# design 1

design_1/placement.png
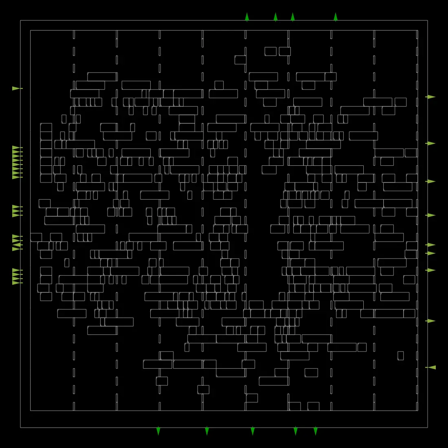

**src/rtl/booth_pkg.sv**
```systemverilog
// Shared definitions for the radix-4 Booth multiplier family:
// the FSM state encoding, the Booth operation codes and the iteration count.
package booth_pkg;

  typedef enum logic [1:0] {
    IDLE = 2'b00,
    WORK = 2'b01,
    DONE = 2'b10
  } state_t;

  localparam logic [2:0] OP_ZERO = 3'd0;
  localparam logic [2:0] OP_PM   = 3'd1;
  localparam logic [2:0] OP_P2M  = 3'd2;
  localparam logic [2:0] OP_NM   = 3'd3;
  localparam logic [2:0] OP_N2M  = 3'd4;

  // Two extension bits make the multiplier WIDTH+2 bits, i.e. WIDTH/2+1 digit groups.
  function automatic int booth_iters(input int width);
    return width / 2 + 1;
  endfunction

endpackage

```
**src/rtl/booth_radix4_encoder.sv**
```systemverilog
// Radix-4 Booth digit decoder: maps a 3-bit multiplier window to an operation code.
module booth_radix4_encoder
  import booth_pkg::*;
(
  input  logic [2:0] window,
  output logic [2:0] op
);

  always_comb begin
    op = OP_ZERO;
    case (window)
      3'b001, 3'b010: op = OP_PM;
      3'b011:         op = OP_P2M;
      3'b100:         op = OP_N2M;
      3'b101, 3'b110: op = OP_NM;
      default:        op = OP_ZERO;
    endcase
  end

endmodule

```
**src/rtl/booth_multiplier_param.sv**
```systemverilog
// Sequential radix-4 Booth multiplier, signed or unsigned per operation,
// with a busy/done handshake and a zero-operand early-out.
module booth_multiplier_param
  import booth_pkg::*;
#(
  parameter int WIDTH = 8,
  parameter int CNT_W = $clog2(WIDTH / 2 + 2)
) (
  input  logic                 clk,
  input  logic                 reset_n,
  input  logic                 start,
  input  logic                 is_signed,
  input  logic [WIDTH-1:0]     multiplicand,
  input  logic [WIDTH-1:0]     multiplier,
  output logic [2*WIDTH-1:0]   product,
  output logic                 done,
  output logic                 busy
);

  localparam int N_ITER = booth_iters(WIDTH);
  localparam int AW     = 2 * WIDTH + 4;
  localparam int QW     = WIDTH + 3;
  localparam logic [CNT_W-1:0] LAST_CNT = CNT_W'(N_ITER - 1);

  generate
    if (WIDTH < 4 || (WIDTH % 2) != 0) begin : g_bad_width
      $error("booth_multiplier_param: WIDTH must be even and >= 4");
    end
  endgenerate

  state_t               state_reg;
  logic [AW-1:0]        acc_reg;
  logic [AW-1:0]        m_reg;
  logic [QW-1:0]        q_reg;
  logic [CNT_W-1:0]     cnt_reg;
  logic [2*WIDTH-1:0]   product_reg;
  logic                 done_reg;

  logic [WIDTH+1:0]     m_ext;
  logic [WIDTH+1:0]     q_ext;
  logic [AW-1:0]        m_wide;
  logic                 operand_zero;
  logic [2:0]           op;
  logic [AW-1:0]        addend;
  logic                 carry_in;
  logic [AW-1:0]        sum;

  assign m_ext        = is_signed ? {{2{multiplicand[WIDTH-1]}}, multiplicand} : {2'b00, multiplicand};
  assign q_ext        = is_signed ? {{2{multiplier[WIDTH-1]}}, multiplier} : {2'b00, multiplier};
  assign m_wide       = {{(AW - WIDTH - 2){m_ext[WIDTH+1]}}, m_ext};
  assign operand_zero = (multiplicand == '0) || (multiplier == '0);

  booth_radix4_encoder u_encoder (
    .window (q_reg[2:0]),
    .op     (op)
  );

  // m_reg is pre-shifted by 4^count, so each term lands at its weight directly.
  always_comb begin
    addend   = '0;
    carry_in = 1'b0;
    case (op)
      OP_PM:   addend = m_reg;
      OP_P2M:  addend = m_reg << 1;
      OP_NM: begin
        addend   = ~m_reg;
        carry_in = 1'b1;
      end
      OP_N2M: begin
        addend   = ~(m_reg << 1);
        carry_in = 1'b1;
      end
      default: addend = '0;
    endcase
  end

  assign sum = acc_reg + addend + {{(AW - 1){1'b0}}, carry_in};

  always_ff @(posedge clk or negedge reset_n) begin
    if (!reset_n) begin
      state_reg   <= IDLE;
      acc_reg     <= '0;
      m_reg       <= '0;
      q_reg       <= '0;
      cnt_reg     <= '0;
      product_reg <= '0;
      done_reg    <= 1'b0;
    end else begin
      case (state_reg)
        IDLE: begin
          done_reg <= 1'b0;
          if (start) begin
            m_reg     <= m_wide;
            q_reg     <= {q_ext, 1'b0};
            acc_reg   <= '0;
            cnt_reg   <= '0;
            state_reg <= operand_zero ? DONE : WORK;
          end
        end
        WORK: begin
          acc_reg <= sum;
          m_reg   <= m_reg << 2;
          q_reg   <= QW'($signed(q_reg) >>> 2);
          cnt_reg <= cnt_reg + 1'b1;
          if (cnt_reg == LAST_CNT) begin
            state_reg <= DONE;
          end
        end
        DONE: begin
          product_reg <= acc_reg[2*WIDTH-1:0];
          done_reg    <= 1'b1;
          state_reg   <= IDLE;
        end
        default: state_reg <= IDLE;
      endcase
    end
  end

  assign product = product_reg;
  assign done    = done_reg;
  assign busy    = (state_reg != IDLE);

endmodule

```
**config.mk**
```make
export PLATFORM = sky130hd
export DESIGN_NAME = booth_multiplier_param
export DESIGN_NICKNAME = d
export VERILOG_FILES = /design/src/rtl/booth_pkg.sv /design/src/rtl/booth_radix4_encoder.sv /design/src/rtl/booth_multiplier_param.sv
export SDC_FILE = /design/constraint.sdc
export NUM_CORES = 1
export LEC_CHECK = 0
export ABC_CLOCK_PERIOD_IN_PS = 4250
export CAP_MARGIN = 20
export CORE_MARGIN = 3
export CORE_UTILIZATION = 24
export CTS_BUF_LIST = sky130_fd_sc_hd__clkbuf_4 sky130_fd_sc_hd__clkbuf_8
export CTS_CLUSTER_SIZE = 12
export DETAILED_ROUTE_END_ITERATION = 8
export HOLD_SLACK_MARGIN = 0.15
export PLACE_DENSITY = 0.4
export SYNTH_ARGS = -nofsm -noshare
export SYNTH_HDL_FRONTEND = slang
export SYNTH_SLANG_ARGS = --single-unit
```
**constraint.sdc**
```tcl
create_clock -name clk -period 4.25 [get_ports clk]
set_input_delay 1.0625 -clock clk [delete_from_list [all_inputs] [get_ports clk]]
set_output_delay 1.0625 -clock clk [all_outputs]
set_load 0.005 [all_outputs]
```
# design 2

<file path="src/rtl/pwm_regs_pkg.sv">
// Register map, ramp_ctrl bit positions and sequencer state encoding shared by
// the PWM register owner and the SPI peripheral.
package pwm_regs_pkg;

  localparam logic [6:0] ADDR_EN_OUT_LO     = 7'h00;
  localparam logic [6:0] ADDR_EN_OUT_HI     = 7'h01;
  localparam logic [6:0] ADDR_EN_PWM_LO     = 7'h02;
  localparam logic [6:0] ADDR_EN_PWM_HI     = 7'h03;
  localparam logic [6:0] ADDR_DUTY          = 7'h04;
  localparam logic [6:0] ADDR_RAMP_TARGET   = 7'h05;
  localparam logic [6:0] ADDR_RAMP_STEP     = 7'h06;
  localparam logic [6:0] ADDR_RAMP_PRESCALE = 7'h07;
  localparam logic [6:0] ADDR_RAMP_CTRL     = 7'h08;

  localparam int CTRL_START_BIT = 0;
  localparam int CTRL_LOOP_BIT  = 1;
  localparam int CTRL_STOP_BIT  = 2;

  typedef enum logic {
    SEQ_IDLE = 1'b0,
    SEQ_RAMP = 1'b1
  } seq_state_t;

endpackage

</file>
<file path="src/rtl/ramp_tick_gen.sv">
// Ramp prescaler: counts 0..prescale_i and flags the cycle the count equals
// prescale_i, giving one tick every prescale_i+1 cycles.
module ramp_tick_gen #(
  parameter int TICK_W = 8
) (
  input  logic              clk,
  input  logic              rst,
  input  logic              clr_i,
  input  logic [TICK_W-1:0] prescale_i,
  output logic              tick_o
);

  logic [TICK_W-1:0] cnt_q;
  logic [TICK_W-1:0] cnt_d;

  // Wrapping on >= keeps the counter from running the full range when the
  // prescale register is lowered below the current count.
  always_comb begin
    cnt_d = cnt_q + 1'b1;
    if (clr_i || (cnt_q >= prescale_i)) begin
      cnt_d = '0;
    end
  end

  always_ff @(posedge clk) begin
    if (rst) begin
      cnt_q <= '0;
    end else begin
      cnt_q <= cnt_d;
    end
  end

  assign tick_o = (cnt_q == prescale_i);

endmodule

</file>
<file path="src/rtl/pwm_duty_sequencer.sv">
// PWM configuration register bank with an autonomous duty-cycle ramp engine
// (one-shot or triangle), arbitrated against host writes.
module pwm_duty_sequencer
  import pwm_regs_pkg::*;
#(
  parameter int TICK_W = 8
) (
  input  logic       clk,
  input  logic       rst,
  input  logic       wr_valid,
  input  logic [6:0] wr_addr,
  input  logic [7:0] wr_data,
  output logic [7:0] en_reg_out_7_0,
  output logic [7:0] en_reg_out_15_8,
  output logic [7:0] en_reg_pwm_7_0,
  output logic [7:0] en_reg_pwm_15_8,
  output logic [7:0] pwm_duty_cycle,
  output logic       busy,
  output logic       ramp_done
);

  seq_state_t        state_q, state_d;
  logic [7:0]        en_out_lo_q, en_out_lo_d;
  logic [7:0]        en_out_hi_q, en_out_hi_d;
  logic [7:0]        en_pwm_lo_q, en_pwm_lo_d;
  logic [7:0]        en_pwm_hi_q, en_pwm_hi_d;
  logic [7:0]        duty_q, duty_d;
  logic [7:0]        target_q, target_d;
  logic [7:0]        step_q, step_d;
  logic [TICK_W-1:0] prescale_q, prescale_d;
  logic [7:0]        origin_q, origin_d;
  logic              loop_q, loop_d;
  logic              done_q, done_d;
  logic              tick_clr;
  logic              tick;
  logic              wr_hit;

  // Saturating move of cur toward tgt by stp (0 treated as 1); the extra
  // headroom bits keep the intermediate from wrapping past 0 or 255.
  function automatic logic [7:0] step_toward(input logic [7:0] cur,
                                             input logic [7:0] tgt,
                                             input logic [7:0] stp);
    logic signed [9:0] c;
    logic signed [9:0] t;
    logic signed [9:0] s;
    logic signed [9:0] n;
    c = signed'({2'b00, cur});
    t = signed'({2'b00, tgt});
    s = (stp == '0) ? 10'sd1 : signed'({2'b00, stp});
    n = c;
    if (c < t) begin
      n = c + s;
      if (n > t) n = t;
    end else if (c > t) begin
      n = c - s;
      if (n < t) n = t;
    end
    return n[7:0];
  endfunction

  ramp_tick_gen #(
    .TICK_W (TICK_W)
  ) u_tick (
    .clk        (clk),
    .rst        (rst),
    .clr_i      (tick_clr),
    .prescale_i (prescale_q),
    .tick_o     (tick)
  );

  assign wr_hit = wr_valid && (wr_addr <= ADDR_RAMP_CTRL);

  always_comb begin
    state_d     = state_q;
    en_out_lo_d = en_out_lo_q;
    en_out_hi_d = en_out_hi_q;
    en_pwm_lo_d = en_pwm_lo_q;
    en_pwm_hi_d = en_pwm_hi_q;
    duty_d      = duty_q;
    target_d    = target_q;
    step_d      = step_q;
    prescale_d  = prescale_q;
    origin_d    = origin_q;
    loop_d      = loop_q;
    done_d      = 1'b0;
    tick_clr    = 1'b0;

    // A mapped host write always takes the cycle; a coincident tick is dropped.
    if (wr_hit) begin
      case (wr_addr)
        ADDR_EN_OUT_LO:     en_out_lo_d = wr_data;
        ADDR_EN_OUT_HI:     en_out_hi_d = wr_data;
        ADDR_EN_PWM_LO:     en_pwm_lo_d = wr_data;
        ADDR_EN_PWM_HI:     en_pwm_hi_d = wr_data;
        ADDR_DUTY: begin
          duty_d  = wr_data;
          state_d = SEQ_IDLE;
        end
        ADDR_RAMP_TARGET:   target_d   = wr_data;
        ADDR_RAMP_STEP:     step_d     = wr_data;
        ADDR_RAMP_PRESCALE: prescale_d = TICK_W'(wr_data);
        ADDR_RAMP_CTRL: begin
          if (wr_data[CTRL_STOP_BIT]) begin
            state_d = SEQ_IDLE;
          end else if (wr_data[CTRL_START_BIT]) begin
            state_d  = SEQ_RAMP;
            origin_d = duty_q;
            loop_d   = wr_data[CTRL_LOOP_BIT];
            tick_clr = 1'b1;
          end
        end
        default: ;
      endcase
    end else if ((state_q == SEQ_RAMP) && tick) begin
      if (duty_q != target_q) begin
        duty_d = step_toward(duty_q, target_q, step_q);
      end else if (loop_q) begin
        target_d = origin_q;
        origin_d = target_q;
      end else begin
        state_d = SEQ_IDLE;
        done_d  = 1'b1;
      end
    end
  end

  always_ff @(posedge clk) begin
    if (rst) begin
      state_q     <= SEQ_IDLE;
      en_out_lo_q <= '0;
      en_out_hi_q <= '0;
      en_pwm_lo_q <= '0;
      en_pwm_hi_q <= '0;
      duty_q      <= '0;
      target_q    <= '0;
      step_q      <= '0;
      prescale_q  <= '0;
      origin_q    <= '0;
      loop_q      <= 1'b0;
      done_q      <= 1'b0;
    end else begin
      state_q     <= state_d;
      en_out_lo_q <= en_out_lo_d;
      en_out_hi_q <= en_out_hi_d;
      en_pwm_lo_q <= en_pwm_lo_d;
      en_pwm_hi_q <= en_pwm_hi_d;
      duty_q      <= duty_d;
      target_q    <= target_d;
      step_q      <= step_d;
      prescale_q  <= prescale_d;
      origin_q    <= origin_d;
      loop_q      <= loop_d;
      done_q      <= done_d;
    end
  end

  assign en_reg_out_7_0  = en_out_lo_q;
  assign en_reg_out_15_8 = en_out_hi_q;
  assign en_reg_pwm_7_0  = en_pwm_lo_q;
  assign en_reg_pwm_15_8 = en_pwm_hi_q;
  assign pwm_duty_cycle  = duty_q;
  assign busy            = (state_q == SEQ_RAMP);
  assign ramp_done       = done_q;

endmodule
</file>
<file path="config.mk">
export PLATFORM = sky130hd
export DESIGN_NAME = pwm_duty_sequencer
export DESIGN_NICKNAME = d
export VERILOG_FILES = /design/src/rtl/pwm_regs_pkg.sv /design/src/rtl/ramp_tick_gen.sv /design/src/rtl/pwm_duty_sequencer.sv
export SDC_FILE = /design/constraint.sdc
export NUM_CORES = 1
export LEC_CHECK = 0
export CAP_MARGIN = 0
export CORE_UTILIZATION = 40
export DETAILED_ROUTE_END_ITERATION = 10
export PLACE_DENSITY = 0.7
export SETUP_SLACK_MARGIN = 0.4
export SLEW_MARGIN = 20
export SYNTH_ARGS = -nofsm -noshare
export SYNTH_HDL_FRONTEND = slang
export SYNTH_SLANG_ARGS = --single-unit
</file>
<file path="constraint.sdc">
create_clock -name clk -period 3.8 [get_ports clk]
set_input_delay 0.76 -clock clk [delete_from_list [all_inputs] [get_ports clk]]
set_output_delay 0.76 -clock clk [all_outputs]
set_load 0.02 [all_outputs]
</file>
# design 3

<file path="config.mk">
export PLATFORM = sky130hd
export DESIGN_NAME = fpu_top
export DESIGN_NICKNAME = d
export VERILOG_FILES = /design/src/rtl/fpu_top.sv
export SDC_FILE = /design/constraint.sdc
export NUM_CORES = 2
export LEC_CHECK = 0
export ABC_AREA = 1
export CAP_MARGIN = 20
export CELL_PAD_IN_SITES_DETAIL_PLACEMENT = 0
export CELL_PAD_IN_SITES_GLOBAL_PLACEMENT = 2
export CORE_ASPECT_RATIO = 0.8
export CORE_MARGIN = 2
export CORE_UTILIZATION = 40
export DETAILED_ROUTE_END_ITERATION = 8
export HOLD_SLACK_MARGIN = 0.06
export PLACE_DENSITY = 0.87
export SLEW_MARGIN = 20
export SYNTH_ARGS = -nofsm -noshare
export SYNTH_HDL_FRONTEND = slang
export SYNTH_SLANG_ARGS = --single-unit
export TNS_END_PERCENT = 50
</file>
<file path="constraint.sdc">
create_clock -name clk -period 1.19 [get_ports clk]
set_input_delay 0.238 -clock clk [delete_from_list [all_inputs] [get_ports clk]]
set_output_delay 0.238 -clock clk [all_outputs]
set_load 0.05 [all_outputs]
</file>
<file path="src/rtl/fpu_top.sv">
// ============================================================================
// fpu_top : binary32 add/sub/multiply, DAZ/FTZ, RNE, registered result+flags
// Revision: 1.0
// ============================================================================
`default_nettype none

module fpu_top (
  input  logic        clk,
  input  logic        rst_n,
  input  logic [1:0]  op,
  input  logic [31:0] a,
  input  logic [31:0] b,
  output logic [31:0] result,
  output logic        error,
  output logic        underflow,
  output logic        overflow
);

  localparam logic [31:0] QNAN = 32'h7FC00000;

  function automatic logic [4:0] lzc27(input logic [26:0] v);
    lzc27 = 5'd0;
    for (int i = 0; i < 27; i++)
      if (v[i]) lzc27 = 5'(26 - i);
  endfunction

  logic        sa, sb;
  logic [7:0]  ea, eb;
  logic [22:0] fa, fb;
  logic        a_zero, b_zero, a_inf, b_inf, a_nan, b_nan;

  assign sa = a[31];
  assign sb = b[31] ^ (op == 2'b01);  // subtract = add with b negated
  assign ea = a[30:23];
  assign eb = b[30:23];
  assign fa = a[22:0];
  assign fb = b[22:0];
  assign a_zero = (ea == 8'd0);
  assign b_zero = (eb == 8'd0);
  assign a_inf  = (ea == 8'hFF) && (fa == 23'd0);
  assign b_inf  = (eb == 8'hFF) && (fb == 23'd0);
  assign a_nan  = (ea == 8'hFF) && (fa != 23'd0);
  assign b_nan  = (eb == 8'hFF) && (fb != 23'd0);

  // Multiply significand path
  logic [47:0]       prod;
  logic signed [9:0] mul_exp0, mul_exp;
  logic [23:0]       mul_mant;
  logic              mul_g, mul_st;

  assign prod     = {1'b1, fa} * {1'b1, fb};
  assign mul_exp0 = $signed({2'b00, ea}) + $signed({2'b00, eb}) - 10'sd127;

  always_comb begin
    if (prod[47]) begin
      mul_mant = prod[47:24];
      mul_g    = prod[23];
      mul_st   = |prod[22:0];
      mul_exp  = mul_exp0 + 10'sd1;
    end else begin
      mul_mant = prod[46:23];
      mul_g    = prod[22];
      mul_st   = |prod[21:0];
      mul_exp  = mul_exp0;
    end
  end

  // Add/sub path: 27-bit significands carry guard/round/sticky below the LSB
  logic              a_big, add_sign, add_zero, add_g, add_st;
  logic [7:0]        e_l, e_s, d;
  logic [26:0]       m_l, m_s, m_sh, m_lost, m_al, norm;
  logic [27:0]       sum;
  logic [4:0]        lz;
  logic signed [9:0] add_exp;
  logic [23:0]       add_mant;

  assign a_big = {ea, fa} >= {eb, fb};

  always_comb begin
    if (a_big) begin
      e_l = ea; e_s = eb; add_sign = sa;
      m_l = {1'b1, fa, 3'b000};
      m_s = {1'b1, fb, 3'b000};
    end else begin
      e_l = eb; e_s = ea; add_sign = sb;
      m_l = {1'b1, fb, 3'b000};
      m_s = {1'b1, fa, 3'b000};
    end
    d      = e_l - e_s;
    m_sh   = m_s >> d[4:0];
    m_lost = m_s & ~(27'h7FFFFFF << d[4:0]);
    if (d >= 8'd27) m_al = 27'd1;
    else            m_al = {m_sh[26:1], m_sh[0] | (|m_lost)};
    sum = (sa ^ sb) ? ({1'b0, m_l} - {1'b0, m_al}) : ({1'b0, m_l} + {1'b0, m_al});
    add_zero = (sum == 28'd0);
    lz = lzc27(sum[26:0]);
    if (sum[27]) begin
      norm    = {sum[27:2], sum[1] | sum[0]};
      add_exp = $signed({2'b00, e_l}) + 10'sd1;
    end else begin
      norm    = sum[26:0] << lz;
      add_exp = $signed({2'b00, e_l}) - $signed({5'b00000, lz});
    end
    add_mant = norm[26:3];
    add_g    = norm[2];
    add_st   = |norm[1:0];
  end

  // Shared round-to-nearest-even and pack
  logic              p_sign, p_g, p_st, r_inc, pk_of, pk_uf;
  logic signed [9:0] p_exp, r_exp;
  logic [23:0]       p_mant;
  logic [24:0]       r_m;
  logic [31:0]       packed_res;

  assign p_sign = op[1] ? (sa ^ sb) : add_sign;
  assign p_exp  = op[1] ? mul_exp   : add_exp;
  assign p_mant = op[1] ? mul_mant  : add_mant;
  assign p_g    = op[1] ? mul_g     : add_g;
  assign p_st   = op[1] ? mul_st    : add_st;

  assign r_inc = p_g & (p_st | p_mant[0]);
  assign r_m   = {1'b0, p_mant} + {24'd0, r_inc};
  assign r_exp = r_m[24] ? (p_exp + 10'sd1) : p_exp;
  assign pk_of = (r_exp > 10'sd254);
  assign pk_uf = (r_exp < 10'sd1);

  always_comb begin
    if (pk_of)      packed_res = {p_sign, 8'hFF, 23'd0};
    else if (pk_uf) packed_res = {p_sign, 31'd0};
    else            packed_res = {p_sign, r_exp[7:0], (r_m[24] ? 23'd0 : r_m[22:0])};
  end

  logic [31:0] nxt_res;
  logic        nxt_err, nxt_uf, nxt_of;

  always_comb begin
    nxt_res = 32'd0;
    nxt_err = 1'b0;
    nxt_uf  = 1'b0;
    nxt_of  = 1'b0;
    case (op)
      2'b11: begin
        nxt_res = QNAN;
        nxt_err = 1'b1;
      end
      2'b10: begin
        if (a_nan || b_nan || (a_inf && b_zero) || (a_zero && b_inf)) begin
          nxt_res = QNAN;
          nxt_err = 1'b1;
        end else if (a_inf || b_inf) begin
          nxt_res = {sa ^ sb, 8'hFF, 23'd0};
        end else if (a_zero || b_zero) begin
          nxt_res = {sa ^ sb, 31'd0};
        end else begin
          nxt_res = packed_res;
          nxt_of  = pk_of;
          nxt_uf  = pk_uf;
        end
      end
      default: begin
        if (a_nan || b_nan || (a_inf && b_inf && (sa != sb))) begin
          nxt_res = QNAN;
          nxt_err = 1'b1;
        end else if (a_inf) begin
          nxt_res = {sa, 8'hFF, 23'd0};
        end else if (b_inf) begin
          nxt_res = {sb, 8'hFF, 23'd0};
        end else if (a_zero && b_zero) begin
          nxt_res = {sa & sb, 31'd0};
        end else if (a_zero) begin
          nxt_res = {sb, b[30:0]};
        end else if (b_zero) begin
          nxt_res = a;
        end else if (add_zero) begin
          nxt_res = 32'd0;
        end else begin
          nxt_res = packed_res;
          nxt_of  = pk_of;
          nxt_uf  = pk_uf;
        end
      end
    endcase
  end

  always_ff @(posedge clk or negedge rst_n) begin
    if (!rst_n) begin
      result    <= 32'd0;
      error     <= 1'b0;
      underflow <= 1'b0;
      overflow  <= 1'b0;
    end else begin
      result    <= nxt_res;
      error     <= nxt_err;
      underflow <= nxt_uf;
      overflow  <= nxt_of;
    end
  end

endmodule

`default_nettype wire

</file>
design_2/logic_types.png
Bar = 20 um.
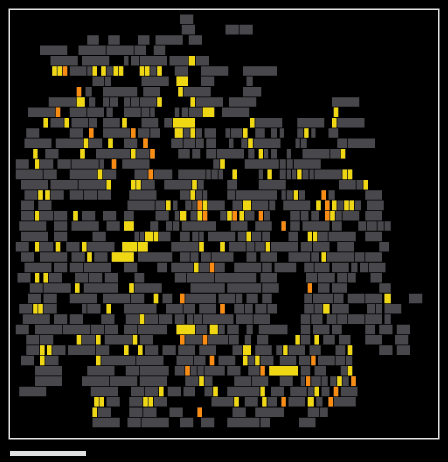
nor cells: shown in yellow, cells 129, where spread over the die. inv cells: shown in orange, cells 33.
combinational share of cell area: 0.499
Post-Layout Cell Count: 797

==> flow_summary.json, design 2 <==
{
  "status": "complete, no violations",
  "r2r_start": "step_q[5]$_SDFFE_PP0P_",
  "edf_count": 0,
  "core_area_mm2": 0.0120,
  "buffers": 91,
  "crit_path_max_incr_delay_ps": 360,
  "max_freq_mhz": 271,
  "sh_seq_area": 0.268,
  "clockBufferDepth": 2,
  "cts_tree": "done",
  "grtUsageTotal": 0.221,
  "min_path_cells": 1,
  "routedWlPerCell_um": 17.3,
  "clkbuf_count": 12,
  "top_area_cell": "dfxtp_1",
  "logic_gate_count": 427,
  "syn_avg_cell_area_um2": 8.53
}
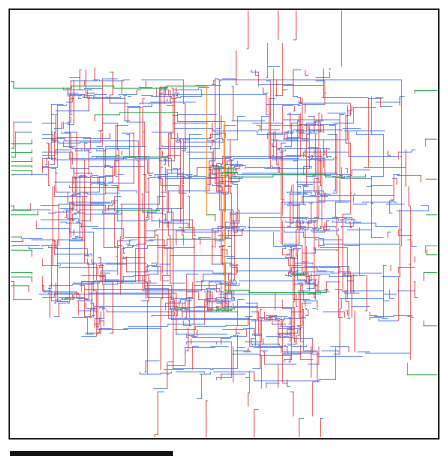
design_1/wires.png
Bar = 50 um.
metal 3: shown in green, wire length 416 um. metal 1: shown in blue, wire length 4560 um. metal 2: shown in red, wire length 4220 um. metal 4: shown in orange, wire length 91.1 um.

Notes on design_1/placement.png above:
row count: 45
Tap Cells: 211
Layout Utilization: 0.299

==> flow_summary.json, design 1 <==
{
  "status": "complete, no violations",
  "setup_viol": 0,
  "synth-seq-area-share": 0.433,
  "cts_tree": "done",
  "syn_inst": 404,
  "drt_iter0_markers": 154,
  "grtUsageTotal": 0.118,
  "worstSetupPathType": "flop to flop",
  "crit_chain": "nor2_1 -> a22oi_1 -> o21ai_0 -> ha_1 -> a21oi_4 -> o21ai_2 -> a2111oi_4 -> o21ai_2 -> nand3_2 -> or4b_1 -> o211ai_2",
  "endpoint": "acc_reg[15]$_DFFE_PN0P_",
  "yosysChipArea_mm2": 0.00375,
  "tightest_slew_ps": 1020,
  "lay_top_cells": "nand2_1 (70), dfrtp_1 (65), nor2_1 (39)",
  "grt_use_met1": 0.165,
  "reg2reg_slack_ps": 770,
  "slew_violations": 0
}
design_3/wires.png
Bar = 100 um.
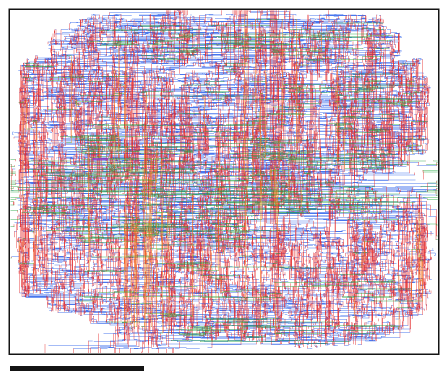
metal 4: shown in orange, wire length 4420 um. metal 1: shown in blue, wire length 63.4 mm. metal 5: shown in purple, wire length 10.1 um. metal 2: shown in red, wire length 57.5 mm. metal 3: shown in green, wire length 13900 um.

==> flow_summary.json, design 3 <==
{
  "status": "complete, but fails checks",
  "violations": "setup timing",
  "cts-root-buf": "clkbuf_16",
  "clkTransAtPathRegs_ps": 60,
  "fin_setup_tns_ps": -284100,
  "fp_util": 0.403,
  "start_kind": "primary input",
  "setup_ws_ps": -8550,
  "ys_ff": 35,
  "ys_sh_adder": 0.417,
  "ctsResizeCount": 569,
  "grt_use_met1": 0.502,
  "path_delay_family": "buffers and inverters",
  "grt_max_degree": 51,
  "warning_count": 62,
  "setup_viol": 39,
  "routed_via_density": 5.19,
  "required_ps": 1360,
  "met3_usage": 0.0655,
  "yosys-mux-area-fraction": 0
}


==> gallery <==
Cell classes on the final placement.
Plate I
Bar = 50 um. Fill, decap, tap and diode cells in gray.
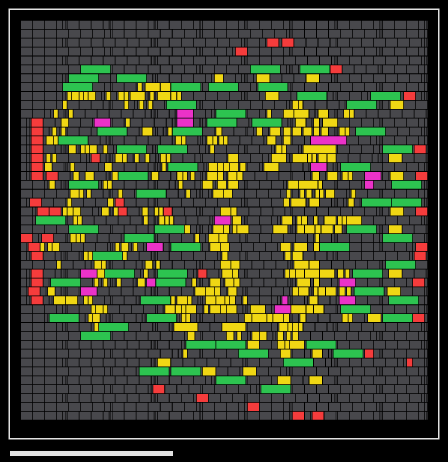
Plate II
Bar = 100 um. Fill, decap, tap and diode cells in gray.
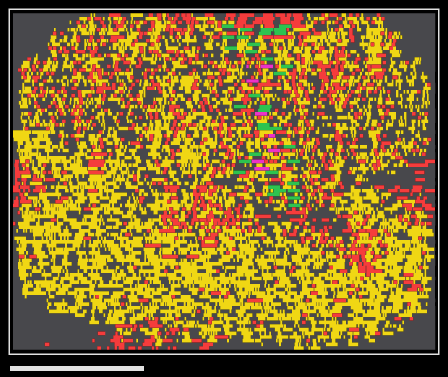
Plate III
Bar = 20 um. Fill, decap, tap and diode cells in gray.
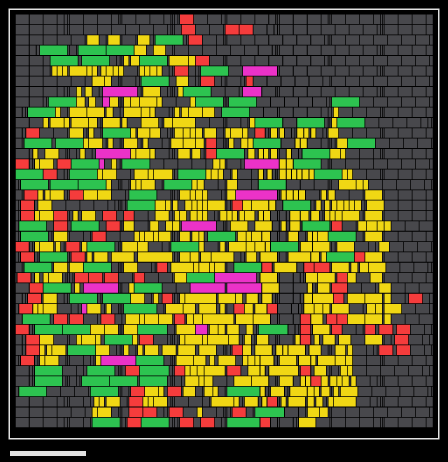
The one with the fewest sequential cells is Plate II.
| from | picture |
|---|---|
| design 3 | Plate II |
| design 2 | Plate III |
| design 1 | Plate I |

Key to Plate II:
sequential cells: shown in green, cells 35, share of their area 2.0%. clock drivers and dummy loads: shown in magenta, cells 8, share of their area 0.40%. remaining buffers and delay cells: shown in red, cells 1231, share of their area 25%. combinational and other logic: shown in yellow, cells 4470, share of their area 72%.

